==================== block 1
### config.mk
export PLATFORM = sky130hd
export DESIGN_NAME = pe_job_scheduler
export DESIGN_NICKNAME = d
export VERILOG_FILES = /design/src/rtl/pe_job_scheduler_pkg.sv /design/src/rtl/pe_job_scheduler_rr_idle_pick.sv /design/src/rtl/pe_job_scheduler.sv
export SDC_FILE = /design/constraint.sdc
export NUM_CORES = 2
export LEC_CHECK = 0
export CAP_MARGIN = 25
export CORE_AREA = 2 2 439 441
export DETAILED_ROUTE_END_ITERATION = 7
export DIE_AREA = 0 0 441 443
export SETUP_SLACK_MARGIN = 0.1
export SYNTH_ARGS = -nofsm -noshare
export SYNTH_HDL_FRONTEND = slang
export SYNTH_SLANG_ARGS = --single-unit
### constraint.sdc
create_clock -name clk -period 26.5 [get_ports clk]
set_input_delay 5.3 -clock clk [delete_from_list [all_inputs] [get_ports clk]]
set_output_delay 5.3 -clock clk [all_outputs]
set_load 0.03 [all_outputs]
### src/rtl/pe_job_scheduler_pkg.sv
// Shared definitions for the PE job scheduler: dispatch state encoding,
// NoC packet field offsets and a packet builder.
package pe_job_scheduler_pkg;

  typedef enum logic {
    IDLE = 1'b0,
    SEND = 1'b1
  } state_e;

  // Widest packet the builder handles; callers truncate to their own total_width.
  localparam int PKT_MAX_W = 2048;
  typedef logic [PKT_MAX_W-1:0] pkt_max_t;

  localparam int X_LSB = 0;

  function automatic int Y_LSB(input int x_size);
    return X_LSB + x_size;
  endfunction

  function automatic int TAG_LSB(input int x_size, input int y_size);
    return Y_LSB(x_size) + y_size;
  endfunction

  function automatic int DATA_LSB(input int x_size, input int y_size, input int pck_num);
    return TAG_LSB(x_size, y_size) + pck_num;
  endfunction

  // Fields must already fit their widths; they are OR-ed into place.
  function automatic pkt_max_t build_packet(input int x_size, input int y_size,
                                            input int pck_num, input pkt_max_t x,
                                            input pkt_max_t y, input pkt_max_t tag,
                                            input pkt_max_t data);
    return (x << X_LSB) | (y << Y_LSB(x_size)) | (tag << TAG_LSB(x_size, y_size))
         | (data << DATA_LSB(x_size, y_size, pck_num));
  endfunction

endpackage

### src/rtl/pe_job_scheduler_rr_idle_pick.sv
// Combinational round-robin finder: lowest idle PE index at or after ptr_i,
// wrapping back to index 1. Index 0 is the scheduler's own node and never picked.
module pe_job_scheduler_rr_idle_pick
  import pe_job_scheduler_pkg::*;
#(
  parameter int N  = 4,
  parameter int IW = 2
) (
  input  logic [N-1:0]  busy_i,
  input  logic [IW-1:0] ptr_i,
  output logic [IW-1:0] idx_o,
  output logic          found_o
);

  logic [N-1:0] avail;

  assign avail = ~busy_i & {{(N-1){1'b1}}, 1'b0};

  // First pass finds the lowest idle index overall (the wrap case); the second
  // pass overrides it with the lowest idle index at or after the pointer.
  always_comb begin
    found_o = 1'b0;
    idx_o   = '0;
    for (int i = N - 1; i >= 1; i--) begin
      if (avail[i]) begin
        found_o = 1'b1;
        idx_o   = IW'(i);
      end
    end
    for (int i = N - 1; i >= 1; i--) begin
      if (avail[i] && (IW'(i) >= ptr_i)) idx_o = IW'(i);
    end
  end

endmodule

### src/rtl/pe_job_scheduler.sv
// Host-to-mesh job scheduler at node (0,0): dispatches each host word to an
// idle PE round-robin and returns PE results to the host in arrival order.
module pe_job_scheduler
  import pe_job_scheduler_pkg::*;
#(
  parameter int X           = 8,
  parameter int Y           = 8,
  parameter int pck_num     = 12,
  parameter int data_width  = 256,
  parameter int x_size      = $clog2(X),
  parameter int y_size      = $clog2(Y),
  parameter int total_width = x_size + y_size + pck_num + data_width
) (
  input  logic                   clk,
  input  logic                   rst,
  input  logic                   i_valid,
  input  logic [data_width-1:0]  i_data,
  output logic                   o_ready,
  output logic                   o_valid,
  output logic [data_width-1:0]  o_data,
  input  logic                   i_ready,
  output logic                   o_noc_valid,
  output logic [total_width-1:0] o_noc_data,
  input  logic                   i_noc_ready,
  input  logic                   i_noc_valid,
  input  logic [total_width-1:0] i_noc_data,
  output logic                   o_noc_ready,
  output logic [X*Y-1:0]         o_busy,
  output logic                   o_err
);

  localparam int N      = X * Y;
  localparam int IW     = x_size + y_size;
  localparam int SEQ_W  = pck_num - IW;
  localparam int TAG_LO = TAG_LSB(x_size, y_size);
  localparam int DAT_LO = DATA_LSB(x_size, y_size, pck_num);

  state_e                 state_q, state_d;
  logic [total_width-1:0] noc_data_q, noc_data_d;
  logic [N-1:0]           busy_q, busy_d, set_vec, clr_vec;
  logic [IW-1:0]          ptr_q, ptr_d;
  logic [SEQ_W-1:0]       seq_q, seq_d;
  logic                   valid_q, valid_d;
  logic [data_width-1:0]  data_q, data_d;
  logic                   err_q, err_d;

  logic [IW-1:0]          pick_idx;
  logic                   pick_found;
  logic                   ret_fire;
  logic [IW-1:0]          ret_idx;
  logic                   ret_known;
  logic [TAG_LO+SEQ_W-1:0] unused_ret_bits;

  pe_job_scheduler_rr_idle_pick #(.N(N), .IW(IW)) u_rr_idle_pick (
    .busy_i  (busy_q),
    .ptr_i   (ptr_q),
    .idx_o   (pick_idx),
    .found_o (pick_found)
  );

  assign ret_idx         = i_noc_data[TAG_LO +: IW];
  assign ret_known       = int'(ret_idx) < N;
  assign unused_ret_bits = {i_noc_data[TAG_LO+IW +: SEQ_W], i_noc_data[TAG_LO-1:0]};
  assign o_noc_ready     = !valid_q || i_ready;
  assign ret_fire        = i_noc_valid && o_noc_ready;

  always_comb begin
    state_d    = state_q;
    noc_data_d = noc_data_q;
    ptr_d      = ptr_q;
    seq_d      = seq_q;
    set_vec    = '0;
    o_ready    = 1'b0;
    unique case (state_q)
      IDLE: begin
        o_ready = pick_found;
        if (i_valid && pick_found) begin
          noc_data_d = total_width'(build_packet(x_size, y_size, pck_num,
                                                 PKT_MAX_W'(int'(pick_idx) % X),
                                                 PKT_MAX_W'(int'(pick_idx) / X),
                                                 PKT_MAX_W'({seq_q, pick_idx}),
                                                 PKT_MAX_W'(i_data)));
          set_vec[pick_idx] = 1'b1;
          seq_d   = seq_q + SEQ_W'(1);
          ptr_d   = (pick_idx == IW'(N - 1)) ? IW'(1) : pick_idx + IW'(1);
          state_d = SEND;
        end
      end
      SEND: if (i_noc_ready) state_d = IDLE;
      default: state_d = IDLE;
    endcase
  end

  // Return path: a result from a PE with no outstanding job is still forwarded.
  always_comb begin
    valid_d = valid_q;
    data_d  = data_q;
    err_d   = err_q;
    clr_vec = '0;
    if (ret_fire) begin
      valid_d = 1'b1;
      data_d  = i_noc_data[DAT_LO +: data_width];
      if (!ret_known || !busy_q[ret_idx]) err_d = 1'b1;
      if (ret_known) clr_vec[ret_idx] = 1'b1;
    end else if (i_ready) begin
      valid_d = 1'b0;
    end
    busy_d    = (busy_q & ~clr_vec) | set_vec;
    busy_d[0] = 1'b0;
  end

  always_ff @(posedge clk or posedge rst) begin
    if (rst) begin
      state_q    <= IDLE;
      noc_data_q <= '0;
      busy_q     <= '0;
      ptr_q      <= IW'(1);
      seq_q      <= '0;
      valid_q    <= 1'b0;
      data_q     <= '0;
      err_q      <= 1'b0;
    end else begin
      state_q    <= state_d;
      noc_data_q <= noc_data_d;
      busy_q     <= busy_d;
      ptr_q      <= ptr_d;
      seq_q      <= seq_d;
      valid_q    <= valid_d;
      data_q     <= data_d;
      err_q      <= err_d;
    end
  end

  assign o_noc_valid = (state_q == SEND);
  assign o_noc_data  = noc_data_q;
  assign o_valid     = valid_q;
  assign o_data      = data_q;
  assign o_busy      = busy_q;
  assign o_err       = err_q;

endmodule
==================== block 2
<file path="src/rtl/alu_mdu.sv">
// alu_mdu: iterative multiply/divide unit.
// Radix-2 shift-add multiply and radix-2 restoring divide on operand
// magnitudes, followed by one sign-correction cycle. Results are
// registered and change only when done pulses.
`timescale 1ns/1ps
module alu_mdu #(
   parameter int WIDTH = 32
) (
   input  logic             clk,
   input  logic             rst_n,
   input  logic             start,
   input  logic [1:0]       op,
   input  logic [WIDTH-1:0] a,
   input  logic [WIDTH-1:0] b,
   output logic             busy,
   output logic             done,
   output logic [WIDTH-1:0] hi,
   output logic [WIDTH-1:0] lo,
   output logic             div_by_zero
);

   typedef enum logic [1:0] {
      IDLE = 2'd0,
      CALC = 2'd1,
      FIX  = 2'd2
   } state_t;

   localparam logic [WIDTH-1:0] ITER     = WIDTH;
   localparam logic [WIDTH-1:0] CNT_ONE  = {{(WIDTH-1){1'b0}}, 1'b1};
   localparam logic [WIDTH-1:0] ALL_ONES = {WIDTH{1'b1}};
   localparam logic [WIDTH-1:0] ZERO_W   = {WIDTH{1'b0}};

   state_t               state_r;
   state_t               state_s;
   logic [1:0]           op_r;
   logic [2*WIDTH-1:0]   acc_r;      // mult: {partial product, multiplier}; div: {remainder, dividend/quotient}
   logic [WIDTH-1:0]     opnd_r;     // multiplicand magnitude or divisor magnitude
   logic [WIDTH-1:0]     a_raw_r;    // untouched dividend, returned on divide by zero
   logic [WIDTH-1:0]     cnt_r;
   logic                 sa_r;
   logic                 sb_r;
   logic                 dz_r;       // divide by zero detected at acceptance
   logic                 busy_r;
   logic                 done_r;
   logic [WIDTH-1:0]     hi_r;
   logic [WIDTH-1:0]     lo_r;
   logic                 dbz_r;

   logic [WIDTH-1:0]     mag_a_s;
   logic [WIDTH-1:0]     mag_b_s;
   logic [WIDTH:0]       mul_sum_s;
   logic [WIDTH:0]       div_part_s;
   logic [WIDTH-1:0]     div_rem_s;
   logic                 div_ge_s;
   logic [2*WIDTH-1:0]   acc_step_s;
   logic [2*WIDTH-1:0]   prod_neg_s;
   logic [WIDTH-1:0]     fix_hi_s;
   logic [WIDTH-1:0]     fix_lo_s;

   assign busy        = busy_r;
   assign done        = done_r;
   assign hi          = hi_r;
   assign lo          = lo_r;
   assign div_by_zero = dbz_r;

   // State register.
   always_ff @(posedge clk or negedge rst_n) begin
      if (!rst_n) begin
         state_r <= IDLE;
      end else begin
         state_r <= state_s;
      end
   end

   // Next-state logic: WIDTH iterations in CALC, or one when dividing by zero.
   always_comb begin
      state_s = state_r;
      case (state_r)
         IDLE: begin
            if (start) state_s = CALC;
            else       state_s = IDLE;
         end
         CALC: begin
            if (dz_r || (cnt_r == CNT_ONE)) state_s = FIX;
            else                            state_s = CALC;
         end
         FIX:     state_s = IDLE;
         default: state_s = IDLE;
      endcase
   end

   // Operand magnitudes, one iteration step, and final sign correction.
   always_comb begin
      mag_a_s    = (op[0] && a[WIDTH-1]) ? (~a + CNT_ONE) : a;
      mag_b_s    = (op[0] && b[WIDTH-1]) ? (~b + CNT_ONE) : b;
      mul_sum_s  = {1'b0, acc_r[2*WIDTH-1:WIDTH]} + (acc_r[0] ? {1'b0, opnd_r} : {1'b0, ZERO_W});
      div_part_s = {acc_r[2*WIDTH-1:WIDTH], acc_r[WIDTH-1]};
      div_ge_s   = (div_part_s >= {1'b0, opnd_r});
      div_rem_s  = div_part_s[WIDTH-1:0] - opnd_r;
      acc_step_s = acc_r;
      if (op_r[1]) begin
         acc_step_s = {(div_ge_s ? div_rem_s : div_part_s[WIDTH-1:0]), acc_r[WIDTH-2:0], div_ge_s};
      end else begin
         acc_step_s = {mul_sum_s, acc_r[WIDTH-1:1]};
      end
      prod_neg_s = ~acc_r + {{(2*WIDTH-1){1'b0}}, 1'b1};
      fix_hi_s   = acc_r[2*WIDTH-1:WIDTH];
      fix_lo_s   = acc_r[WIDTH-1:0];
      if (dz_r) begin
         fix_hi_s = a_raw_r;
         fix_lo_s = ALL_ONES;
      end else begin
         case (op_r)
            2'b01: begin
               if (sa_r ^ sb_r) begin
                  fix_hi_s = prod_neg_s[2*WIDTH-1:WIDTH];
                  fix_lo_s = prod_neg_s[WIDTH-1:0];
               end else begin
                  fix_hi_s = acc_r[2*WIDTH-1:WIDTH];
                  fix_lo_s = acc_r[WIDTH-1:0];
               end
            end
            2'b11: begin
               fix_lo_s = (sa_r ^ sb_r) ? (~acc_r[WIDTH-1:0] + CNT_ONE) : acc_r[WIDTH-1:0];
               fix_hi_s = sa_r ? (~acc_r[2*WIDTH-1:WIDTH] + CNT_ONE) : acc_r[2*WIDTH-1:WIDTH];
            end
            default: begin
               fix_hi_s = acc_r[2*WIDTH-1:WIDTH];
               fix_lo_s = acc_r[WIDTH-1:0];
            end
         endcase
      end
   end

   // Datapath: load on acceptance, iterate in CALC, publish results in FIX.
   always_ff @(posedge clk or negedge rst_n) begin
      if (!rst_n) begin
         op_r    <= 2'b00;
         acc_r   <= {(2*WIDTH){1'b0}};
         opnd_r  <= ZERO_W;
         a_raw_r <= ZERO_W;
         cnt_r   <= ZERO_W;
         sa_r    <= 1'b0;
         sb_r    <= 1'b0;
         dz_r    <= 1'b0;
         hi_r    <= ZERO_W;
         lo_r    <= ZERO_W;
         dbz_r   <= 1'b0;
      end else begin
         case (state_r)
            IDLE: begin
               if (start) begin
                  op_r    <= op;
                  a_raw_r <= a;
                  cnt_r   <= ITER;
                  sa_r    <= op[0] & a[WIDTH-1];
                  sb_r    <= op[0] & b[WIDTH-1];
                  dz_r    <= op[1] & (b == ZERO_W);
                  if (op[1]) begin
                     acc_r  <= {ZERO_W, mag_a_s};
                     opnd_r <= mag_b_s;
                  end else begin
                     acc_r  <= {ZERO_W, mag_b_s};
                     opnd_r <= mag_a_s;
                  end
               end else begin
                  cnt_r <= cnt_r;
               end
            end
            CALC: begin
               acc_r <= acc_step_s;
               cnt_r <= cnt_r - CNT_ONE;
            end
            FIX: begin
               hi_r  <= fix_hi_s;
               lo_r  <= fix_lo_s;
               dbz_r <= dz_r;
            end
            default: begin
               cnt_r <= ZERO_W;
            end
         endcase
      end
   end

   // Registered handshake outputs.
   always_ff @(posedge clk or negedge rst_n) begin
      if (!rst_n) begin
         busy_r <= 1'b0;
         done_r <= 1'b0;
      end else begin
         busy_r <= (state_s != IDLE);
         done_r <= (state_r == FIX);
      end
   end

endmodule

</file>
<file path="config.mk">
export PLATFORM = sky130hd
export DESIGN_NAME = alu_mdu
export DESIGN_NICKNAME = d
export VERILOG_FILES = /design/src/rtl/alu_mdu.sv
export SDC_FILE = /design/constraint.sdc
export NUM_CORES = 1
export LEC_CHECK = 0
export CAP_MARGIN = 10
export CORE_ASPECT_RATIO = 1.5
export CORE_MARGIN = 1.5
export CORE_UTILIZATION = 40
export CTS_CLUSTER_DIAMETER = 150
export DETAILED_ROUTE_END_ITERATION = 10
export PLACE_DENSITY = 0.58
export RECOVER_POWER = 25
export SETUP_SLACK_MARGIN = 0.02
export SYNTH_ARGS = -nofsm -noshare
export SYNTH_HDL_FRONTEND = slang
export SYNTH_SLANG_ARGS = --single-unit
</file>
<file path="constraint.sdc">
create_clock -name clk -period 3.4 [get_ports clk]
set_clock_uncertainty 0.2 [all_clocks]
set_input_delay 0.51 -clock clk [delete_from_list [all_inputs] [get_ports clk]]
set_output_delay 0.51 -clock clk [all_outputs]
set_load 0.005 [all_outputs]
</file>
==================== block 3
### src/rtl/thermal_tx_scheduler.sv
// Thermal covert-channel transmit sequencer: frames one word as preamble + data + gap
// and sends each frame bit as one SLOT_CYCLES-long on/off slot of the heater bank.
module thermal_tx_scheduler #(
  parameter int                       SLOT_CYCLES   = 50_000_000,
  parameter int                       DATA_W        = 8,
  parameter int                       PREAMBLE_BITS = 4,
  parameter logic [PREAMBLE_BITS-1:0] PREAMBLE      = 4'b1011,
  parameter int                       GAP_SLOTS     = 2
) (
  input  logic              clk,
  input  logic              reset,
  input  logic [DATA_W-1:0] tx_data,
  input  logic              tx_valid,
  output logic              tx_ready,
  input  logic              abort,
  output logic              heater_en,
  output logic              busy,
  output logic              frame_done,
  output logic [1:0]        state_o
);

  // state | meaning
  // IDLE  | waiting for a word, heater off, tx_ready high
  // PRE   | sending preamble slots, MSB first
  // DATA  | sending payload slots from the shift register MSB
  // GAP   | heater-off cooldown slots before returning to IDLE
  typedef enum logic [1:0] {IDLE = 2'd0, PRE = 2'd1, DATA = 2'd2, GAP = 2'd3} state_t;

  localparam int SW   = (SLOT_CYCLES > 2) ? $clog2(SLOT_CYCLES) : 1;
  localparam int MAX1 = (DATA_W > PREAMBLE_BITS) ? DATA_W : PREAMBLE_BITS;
  localparam int MAXB = (MAX1 > GAP_SLOTS) ? MAX1 : GAP_SLOTS;
  localparam int BW   = $clog2(MAXB + 1);

  localparam logic [SW-1:0] SLOT_LAST = SW'(SLOT_CYCLES - 1);
  localparam logic [BW-1:0] PRE_LAST  = BW'(PREAMBLE_BITS - 1);
  localparam logic [BW-1:0] DATA_LAST = BW'(DATA_W - 1);
  localparam logic [BW-1:0] GAP_LAST  = BW'(GAP_SLOTS - 1);

  state_t                   state;
  logic [SW-1:0]            slot_cnt;
  logic [BW-1:0]            bit_cnt;
  logic [DATA_W-1:0]        shift_reg;
  logic [DATA_W-1:0]        shift_next;
  logic [PREAMBLE_BITS-1:0] pre_next;
  logic                     slot_end;

  // Heater value for the following slot is registered at the slot boundary,
  // so it is looked up one bit ahead here.
  always_comb begin
    shift_next = shift_reg << 1;
    pre_next   = PREAMBLE << (bit_cnt + BW'(1));
    slot_end   = (slot_cnt == SLOT_LAST);
  end

  assign tx_ready = (state == IDLE);
  assign state_o  = state;

  always_ff @(posedge clk) begin
    if (reset) begin
      state      <= IDLE;
      heater_en  <= 1'b0;
      busy       <= 1'b0;
      frame_done <= 1'b0;
      slot_cnt   <= '0;
      bit_cnt    <= '0;
      shift_reg  <= '0;
    end else begin
      frame_done <= 1'b0;
      if (abort) begin
        // Shift register is left as is; it is reloaded on the next handshake.
        state     <= IDLE;
        heater_en <= 1'b0;
        busy      <= 1'b0;
        slot_cnt  <= '0;
        bit_cnt   <= '0;
      end else if (state == IDLE) begin
        if (tx_valid) begin
          shift_reg <= tx_data;
          state     <= PRE;
          heater_en <= PREAMBLE[PREAMBLE_BITS-1];
          busy      <= 1'b1;
          slot_cnt  <= '0;
          bit_cnt   <= '0;
        end
      end else if (!slot_end) begin
        slot_cnt <= slot_cnt + SW'(1);
      end else begin
        slot_cnt <= '0;
        case (state)
          PRE: begin
            if (bit_cnt == PRE_LAST) begin
              state     <= DATA;
              bit_cnt   <= '0;
              heater_en <= shift_reg[DATA_W-1];
            end else begin
              bit_cnt   <= bit_cnt + BW'(1);
              heater_en <= pre_next[PREAMBLE_BITS-1];
            end
          end
          DATA: begin
            shift_reg <= shift_next;
            if (bit_cnt == DATA_LAST) begin
              state     <= GAP;
              bit_cnt   <= '0;
              heater_en <= 1'b0;
            end else begin
              bit_cnt   <= bit_cnt + BW'(1);
              heater_en <= shift_next[DATA_W-1];
            end
          end
          GAP: begin
            heater_en <= 1'b0;
            if (bit_cnt == GAP_LAST) begin
              state      <= IDLE;
              bit_cnt    <= '0;
              busy       <= 1'b0;
              frame_done <= 1'b1;
            end else begin
              bit_cnt <= bit_cnt + BW'(1);
            end
          end
          default: begin
            state     <= IDLE;
            heater_en <= 1'b0;
            busy      <= 1'b0;
          end
        endcase
      end
    end
  end

endmodule

### config.mk
export PLATFORM = sky130hd
export DESIGN_NAME = thermal_tx_scheduler
export DESIGN_NICKNAME = d
export VERILOG_FILES = /design/src/rtl/thermal_tx_scheduler.sv
export SDC_FILE = /design/constraint.sdc
export NUM_CORES = 1
export LEC_CHECK = 0
export ABC_AREA = 1
export CAP_MARGIN = 20
export CORE_MARGIN = 2
export CORE_UTILIZATION = 53
export DETAILED_ROUTE_END_ITERATION = 16
export PLACE_DENSITY = 0.73
export SYNTH_ARGS = -nofsm -noshare
export SYNTH_HDL_FRONTEND = slang
export SYNTH_SLANG_ARGS = --single-unit
### constraint.sdc
create_clock -name clk -period 2.7 [get_ports clk]
set_clock_uncertainty 0.2 [all_clocks]
set_input_delay 0.405 -clock clk [delete_from_list [all_inputs] [get_ports clk]]
set_output_delay 0.405 -clock clk [all_outputs]
set_load 0.02 [all_outputs]
==================== block 4
`config.mk`:
```
export PLATFORM = sky130hd
export DESIGN_NAME = flush_ctrl
export DESIGN_NICKNAME = d
export VERILOG_FILES = /design/src/rtl/flush_ctrl_pkg.sv /design/src/rtl/flush_ctrl_sat_counter.sv /design/src/rtl/flush_ctrl.sv
export SDC_FILE = /design/constraint.sdc
export NUM_CORES = 1
export LEC_CHECK = 0
export CAP_MARGIN = 20
export CORE_UTILIZATION = 30
export CTS_CLUSTER_DIAMETER = 200
export CTS_CLUSTER_SIZE = 16
export DETAILED_ROUTE_END_ITERATION = 8
export PLACE_DENSITY = 0.6
export SLEW_MARGIN = 20
export SYNTH_ARGS = -nofsm -noshare
export SYNTH_HDL_FRONTEND = slang
export SYNTH_SLANG_ARGS = --single-unit
```
`constraint.sdc`:
```
create_clock -name clk -period 4.1 [get_ports clk]
set_input_delay 1.23 -clock clk [delete_from_list [all_inputs] [get_ports clk]]
set_output_delay 1.23 -clock clk [all_outputs]
set_load 0.01 [all_outputs]
```
`src/rtl/flush_ctrl_pkg.sv`:
```
// Shared LC-3b types used by the pipeline flush controller.
package flush_ctrl_pkg;

  // LC-3b opcode encodings as carried in bits [15:12] of the instruction.
  typedef enum logic [3:0] {
    op_br   = 4'b0000,
    op_add  = 4'b0001,
    op_ldb  = 4'b0010,
    op_stb  = 4'b0011,
    op_jsr  = 4'b0100,
    op_and  = 4'b0101,
    op_ldr  = 4'b0110,
    op_str  = 4'b0111,
    op_rti  = 4'b1000,
    op_not  = 4'b1001,
    op_ldi  = 4'b1010,
    op_sti  = 4'b1011,
    op_jmp  = 4'b1100,
    op_shf  = 4'b1101,
    op_lea  = 4'b1110,
    op_trap = 4'b1111
  } lc3b_opcode;

  // PC mux select driven toward fetch.
  typedef enum logic [1:0] {
    NONE        = 2'd0,
    BR_TARGET   = 2'd1,
    BR_FALLTHRU = 2'd2,
    INDIRECT    = 2'd3
  } lc3b_redirect;

endpackage

```
`src/rtl/flush_ctrl_sat_counter.sv`:
```
// Saturating event counter with synchronous clear; clear wins over increment.
module sat_counter #(
  parameter int WIDTH = 16
) (
  input  logic             clk,
  input  logic             rst_n,
  input  logic             clr,
  input  logic             inc,
  output logic [WIDTH-1:0] count
);

  // Count up on inc, stick at all-ones, return to zero on clr.
  always_ff @(posedge clk or negedge rst_n) begin
    // NOTE: sequential state is only ever updated with non-blocking
    // assignments so every register samples pre-edge values.
    if (!rst_n) begin
      count <= '0;
    end else if (clr) begin
      count <= '0;
    end else if (inc && (count != '1)) begin
      count <= count + 1'b1;
    end
  end

endmodule

```
`src/rtl/flush_ctrl.sv`:
```
// LC-3b pipeline flush controller: resolves EX/MEM control-flow events into a
// per-stage flush vector and PC redirect, holds fetch squash for a few cycles
// afterwards, and keeps saturating performance counters.
module flush_ctrl
  import flush_ctrl_pkg::*;
#(
  parameter int NUM_STAGES = 5,
  parameter int EX_STAGE   = 2,
  parameter int MEM_STAGE  = 3,
  parameter int FLUSH_HOLD = 1,
  parameter bit PREDICT_EN = 1'b1,
  parameter int CNT_WIDTH  = 16
) (
  input  logic                  clk,
  input  logic                  rst_n,
  input  logic                  stall,
  input  logic                  ex_valid,
  input  logic [3:0]            ex_opcode,
  input  logic                  ex_branch_enable,
  input  logic                  ex_br_prediction,
  input  logic                  mem_valid,
  input  logic [3:0]            mem_opcode,
  input  logic                  cnt_clr,
  output logic [NUM_STAGES-1:0] flush_vec,
  output logic [1:0]            redirect_sel,
  output logic                  hold_active,
  output logic [CNT_WIDTH-1:0]  br_count,
  output logic [CNT_WIDTH-1:0]  mispredict_count,
  output logic [CNT_WIDTH-1:0]  flush_count
);

  localparam int                HOLD_W    = $clog2(FLUSH_HOLD + 1);
  localparam logic [HOLD_W-1:0] HOLD_LOAD = HOLD_W'(FLUSH_HOLD - 1);

  // Parameter sanity: TRAP must resolve after EX and inside the pipe.
  if (MEM_STAGE <= EX_STAGE) begin : g_bad_mem_ex
    $error("flush_ctrl: MEM_STAGE must be greater than EX_STAGE");
  end
  if (MEM_STAGE >= NUM_STAGES) begin : g_bad_mem_num
    $error("flush_ctrl: MEM_STAGE must be less than NUM_STAGES");
  end
  if (FLUSH_HOLD < 1) begin : g_bad_hold
    $error("flush_ctrl: FLUSH_HOLD must be at least 1");
  end

  logic              pred;
  logic              ex_fire;
  logic              ex_is_br;
  logic              ex_is_ind;
  logic              br_mispredict;
  logic              ex_event;
  logic              mem_event;
  logic              any_event;
  logic [HOLD_W-1:0] hold_cnt_q;
  logic [HOLD_W-1:0] hold_cnt_d;

  // Event detection: an instruction only acts on its first unstalled cycle,
  // and nothing fires while reset is asserted.
  always_comb begin
    pred          = PREDICT_EN ? ex_br_prediction : 1'b0;
    ex_fire       = rst_n & ex_valid & ~stall;
    ex_is_br      = ex_fire & (ex_opcode == op_br);
    ex_is_ind     = ex_fire & ((ex_opcode == op_jmp) | (ex_opcode == op_jsr));
    br_mispredict = ex_is_br & (ex_branch_enable != pred);
    ex_event      = br_mispredict | ex_is_ind;
    mem_event     = rst_n & mem_valid & ~stall & (mem_opcode == op_trap);
    any_event     = ex_event | mem_event;
  end

  // Flush pattern and redirect; the older MEM-stage TRAP wins over EX.
  always_comb begin
    // NOTE: every output of this block gets a default first, so no path
    // leaves a signal unassigned and no latch is inferred.
    flush_vec    = '0;
    redirect_sel = NONE;
    hold_active  = 1'b0;
    if (mem_event) begin
      for (int i = 0; i < NUM_STAGES; i++) flush_vec[i] = (i < MEM_STAGE);
      redirect_sel = INDIRECT;
    end else if (ex_event) begin
      for (int i = 0; i < NUM_STAGES; i++) flush_vec[i] = (i < EX_STAGE);
      redirect_sel = (ex_is_ind | ex_branch_enable) ? BR_TARGET : BR_FALLTHRU;
    end
    // Stale I-cache returns keep being squashed until the hold drains.
    if (rst_n && !stall && (hold_cnt_q != '0)) begin
      flush_vec[0] = 1'b1;
      hold_active  = 1'b1;
    end
  end

  // Hold counter next state: reload on any event, count down when unstalled.
  always_comb begin
    hold_cnt_d = hold_cnt_q;
    if (any_event) begin
      hold_cnt_d = HOLD_LOAD;
    end else if (!stall && (hold_cnt_q != '0)) begin
      hold_cnt_d = hold_cnt_q - HOLD_W'(1);
    end
  end

  // Hold counter register.
  always_ff @(posedge clk or negedge rst_n) begin
    if (!rst_n) begin
      hold_cnt_q <= '0;
    end else begin
      hold_cnt_q <= hold_cnt_d;
    end
  end

  // Performance counters; a same-cycle EX+MEM pair is one flush event.
  sat_counter #(.WIDTH(CNT_WIDTH)) u_br_cnt (
    .clk   (clk),
    .rst_n (rst_n),
    .clr   (cnt_clr),
    .inc   (ex_is_br),
    .count (br_count)
  );

  sat_counter #(.WIDTH(CNT_WIDTH)) u_mispredict_cnt (
    .clk   (clk),
    .rst_n (rst_n),
    .clr   (cnt_clr),
    .inc   (br_mispredict),
    .count (mispredict_count)
  );

  sat_counter #(.WIDTH(CNT_WIDTH)) u_flush_cnt (
    .clk   (clk),
    .rst_n (rst_n),
    .clr   (cnt_clr),
    .inc   (any_event),
    .count (flush_count)
  );

endmodule

```
block_3/pins.png
Scale bar: 20 um. Pins as bars across the die edge, other pins in grey.
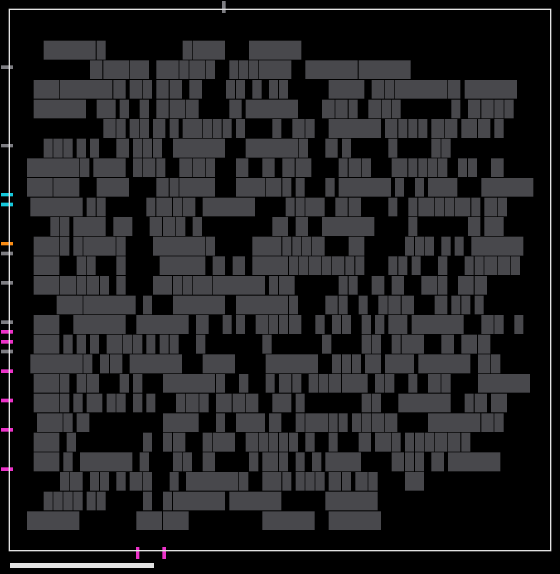
legend:
  magenta:
    port: tx_data
    pins: 8
    direction: input
    edge: 6 left, 2 bottom
  cyan:
    port: state_o
    pins: 2
    direction: output
    edge: left
  orange:
    port: tx_ready
    pins: 1
    direction: output
    edge: left
all pins by edge: 15 left, 2 bottom, 1 top

block_3/registers.png
Scale bar: 20 um. Other sequential cells in the stronger grey, the rest of the logic in the fainter grey.
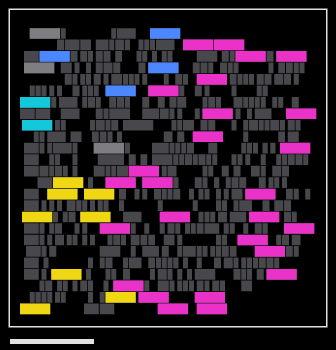
legend:
  magenta:
    signal: slot_cnt
    sequential_cells: 26
  yellow:
    signal: shift_reg
    sequential_cells: 8
  blue:
    signal: bit_cnt
    sequential_cells: 4
    where: top centre
  cyan:
    signal: state_o
    sequential_cells: 2
not coloured: 3

==> commit_impl_results.txt, block 3 <==
Store results of the implementation flow

- Registers: 43
- Initial antenna violation count: 0
* Cell types with the highest counts after synthesis: nand2_1 (140), nor2_1 (52), dfxtp_1 (43), inv_1 (43), nand3_1 (39)
- STA classifies the critical path endpoint as a primary output.
- Share of flip-flops with an asynchronous set or reset: 0%
- Final clock-cell share: 2.80%
* Slowest cell on crit path: clkdlybuf4s50_1
- Number of warnings issued by yosys: 0
* Critical Path Source Type: register
- Total length of routed met3 wires: roughly 230 um
- Total count of max-transition violations in the final report: 0
* Utilization of the core after routing: a little over three fifths
- Run status: finished, final reports clean
- Drt total wl: a little under 6 mm
- Initial standard-cell utilization of the core: between 50% and 60%
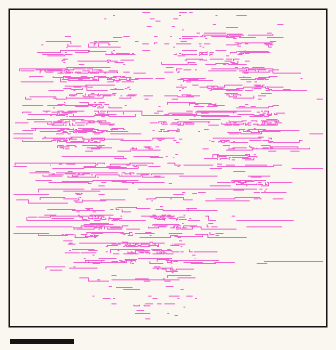
block_4/met1.png
Scale bar: 20 um.
longest straight run: 37.3 um
share of all routed wire: 47%
nets with wire on the layer: 369

==> commit_impl_results.txt, block 4 <==
Store results of the implementation flow

- The flow ran to the end, and the final reports show no timing, DRC or antenna violations.
- Counting cells, the worst reg-to-reg path comes to 5.
- The count of buffers added on input and output ports is ~69.
- Utilization of the core after routing: a little over two fifths
- ~72 I/O pins were placed.
* Vertical extent of the die: roughly 100 um
- Number of cells traversed by the worst hold path: 1
* Endpoint kind of the worst setup timing path: primary output
- Including well taps, the total number of placed cells is 500.
- Total number of placement rows: 35
- Cell types occupying the most area after synthesis: dfrtp_1 (43%), xnor2_1 (7.7%), nor2_1 (5.0%)
* Top routing layer in use: met4
* First-pass GRT wire length: about 12 mm
- The clock passes through at most 2 buffers.
- Sequential power share: about 59%
- Counting distinct cell types in the post-synthesis netlist gives about 49.
- The finished design was reported to have a net count of between 400 and 500.
* Cell class contributing the biggest share of worst-path delay: simple AND/OR/NAND/NOR gates
- The synthesis run identifies the leading combinational cell family as simple AND/OR/NAND/NOR gates.
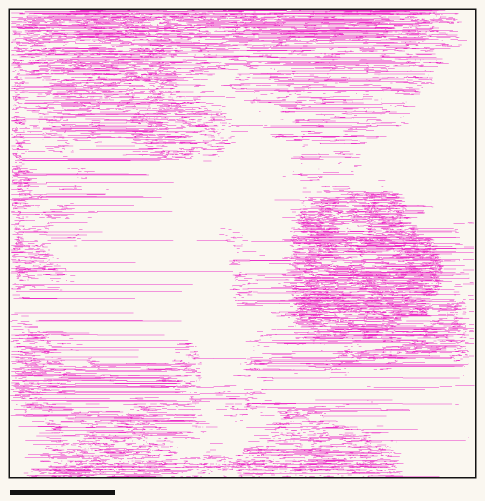
block_1/met1.png
Scale bar: 100 um.
main direction: horizontal
nets with wire on the layer: 4347
wire length on this layer: 79.0 mm
share of all routed wire: 40%
longest straight run: 197 um
met1 usage in global routing: 24.3%
Via Count: 27883

==> commit_impl_results.txt, block 1 <==
Store results of the implementation flow

* Run status: finished, final reports clean
- Per the GRT log, the top usage layer is met2.
* Power consumed by combinational cells: between 0.001 and 0.0015 W
- Die Span X: 441 um
- TritonCTS created just over 80 clock buffers.
- Cell internal power dissipation: between 0.002 and 0.0025 W
* Final worst setup slack: roughly 14 ns
- Register bit count reported by yosys: around 600
* OpenROAD warning count: 50
* Die footprint: 195000 um2
- Clock tree buffer depth: 3
* Cell class contributing the biggest share of worst-path delay: buffers and inverters
* Initial antenna violation count: approximately 50
- Cell breakdown of the critical path: clkdlybuf4s50_1 > nand2b_1 > clkdlybuf4s50_1
* Critical Path Source Type: input port
* Data arrival time of the critical path: 6.98 ns
* Tightest Pin Transition: between 1 and 1.5 ns
- After routing, the total negative slack on setup checks comes to 0 ns.
- Switching part of the total: between 40% and 50%
* Total Routing Usage GR: between 10% and 20%
- Per the repair_timing log after CTS, setup buffers inserted total 0.
* Inverter count: 23
* Sequential cell area: ~15000 um2
- Multiplexer share of the synthesized area: 0.189%
* Combinational share of power: between 30 and 40%
- The count of cells in the finished layout, fillers not included, comes to 6804.
* Highest-count cells in the layout ignoring fill and taps: nand2_1 (1660), clkdlybuf4s50_1 (1121), dfrtp_1 (599), o21ai_0 (138), clkbuf_16 (83)
- Vertical extent of the die: 443 um
block_2/met1.png
Scale bar: 50 um.
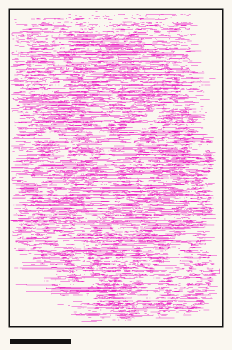
main direction: horizontal
wire length on this layer: 26.8 mm

block_2/final_clocks.png
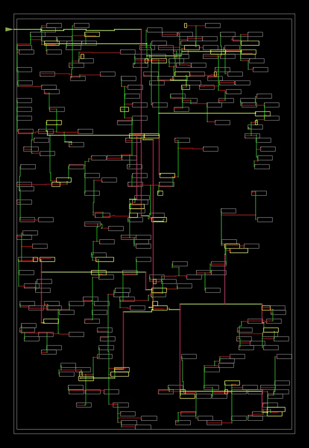
Clk Latency, worst-skew pair: 0.58 ns
registers: 234

==> commit_impl_results.txt, block 2 <==
Store results of the implementation flow

- Max-cap violations in this run came to 1.
* Pre-CTS setup slack: -0.357 ns
* Routed met1 length: around 27 mm
* Run status: finished, violations left
- Sequential cell area: ~6000 um2
- Power consumed by combinational cells: 0.0169 W
* Count of clock-net buffers in the final layout: 35
* Total Power: roughly 0.025 W
* Die footprint: ~45000 um2
- Well-tap cell count: approximately 570
- Per the final report, max-transition violations number 81.
- Filler Cells Inserted: ~4000
- Violated checks: capacitance limit, slew limit
- Clock Power: between 0.003 and 0.004 W
* Seq power: 0.00471 W


==> notes/layouts.md <==
Pictures saved along the way, in no particular order.

Layout detail.
panel A
Scale bar: 20 um. Window x 62 to 112, y 156 to 206 um. Cells in grey, sequential cells in the stronger grey; small squares are vias.
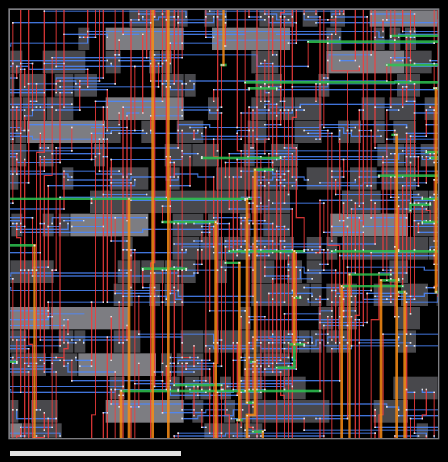
panel B
Scale bar: 20 um. Window x 25 to 75, y 44 to 94 um. Cells in grey, sequential cells in the stronger grey; small squares are vias.
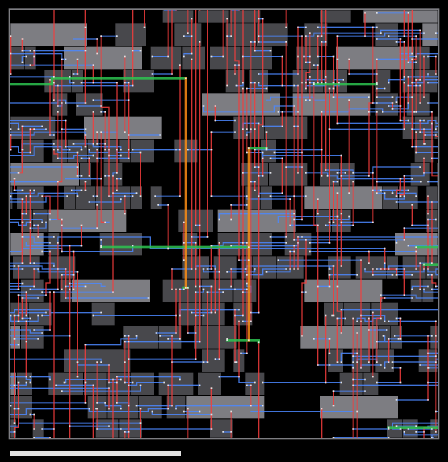
panel C
Scale bar: 20 um. Window x 196 to 246, y 285 to 335 um. Cells in grey, sequential cells in the stronger grey; small squares are vias.
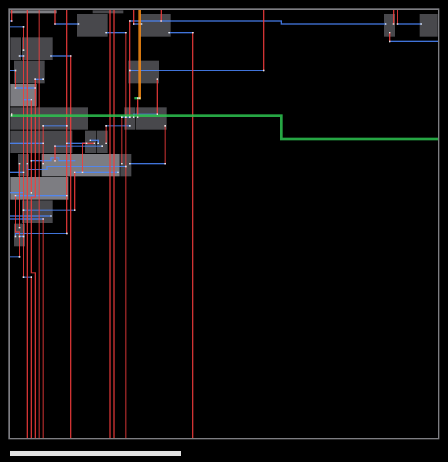
- block 4 = panel B
- block 1 = panel C
- block 2 = panel A
Of these, smallest die: panel B
Of these, largest die: panel C

Key to panel A:
legend:
  orange:
    layer: met4
  red:
    layer: met2
  green:
    layer: met3
  blue:
    layer: met1
netlist names of flops here include: a_raw_r (5), opnd_r (2)
most frequent: nand2_1 (29), nor2_1 (19), buf_4 (19)
cells with their middle in the window: 173
sequential cells in the window: 12

Power and IR drop assume default switching activity.
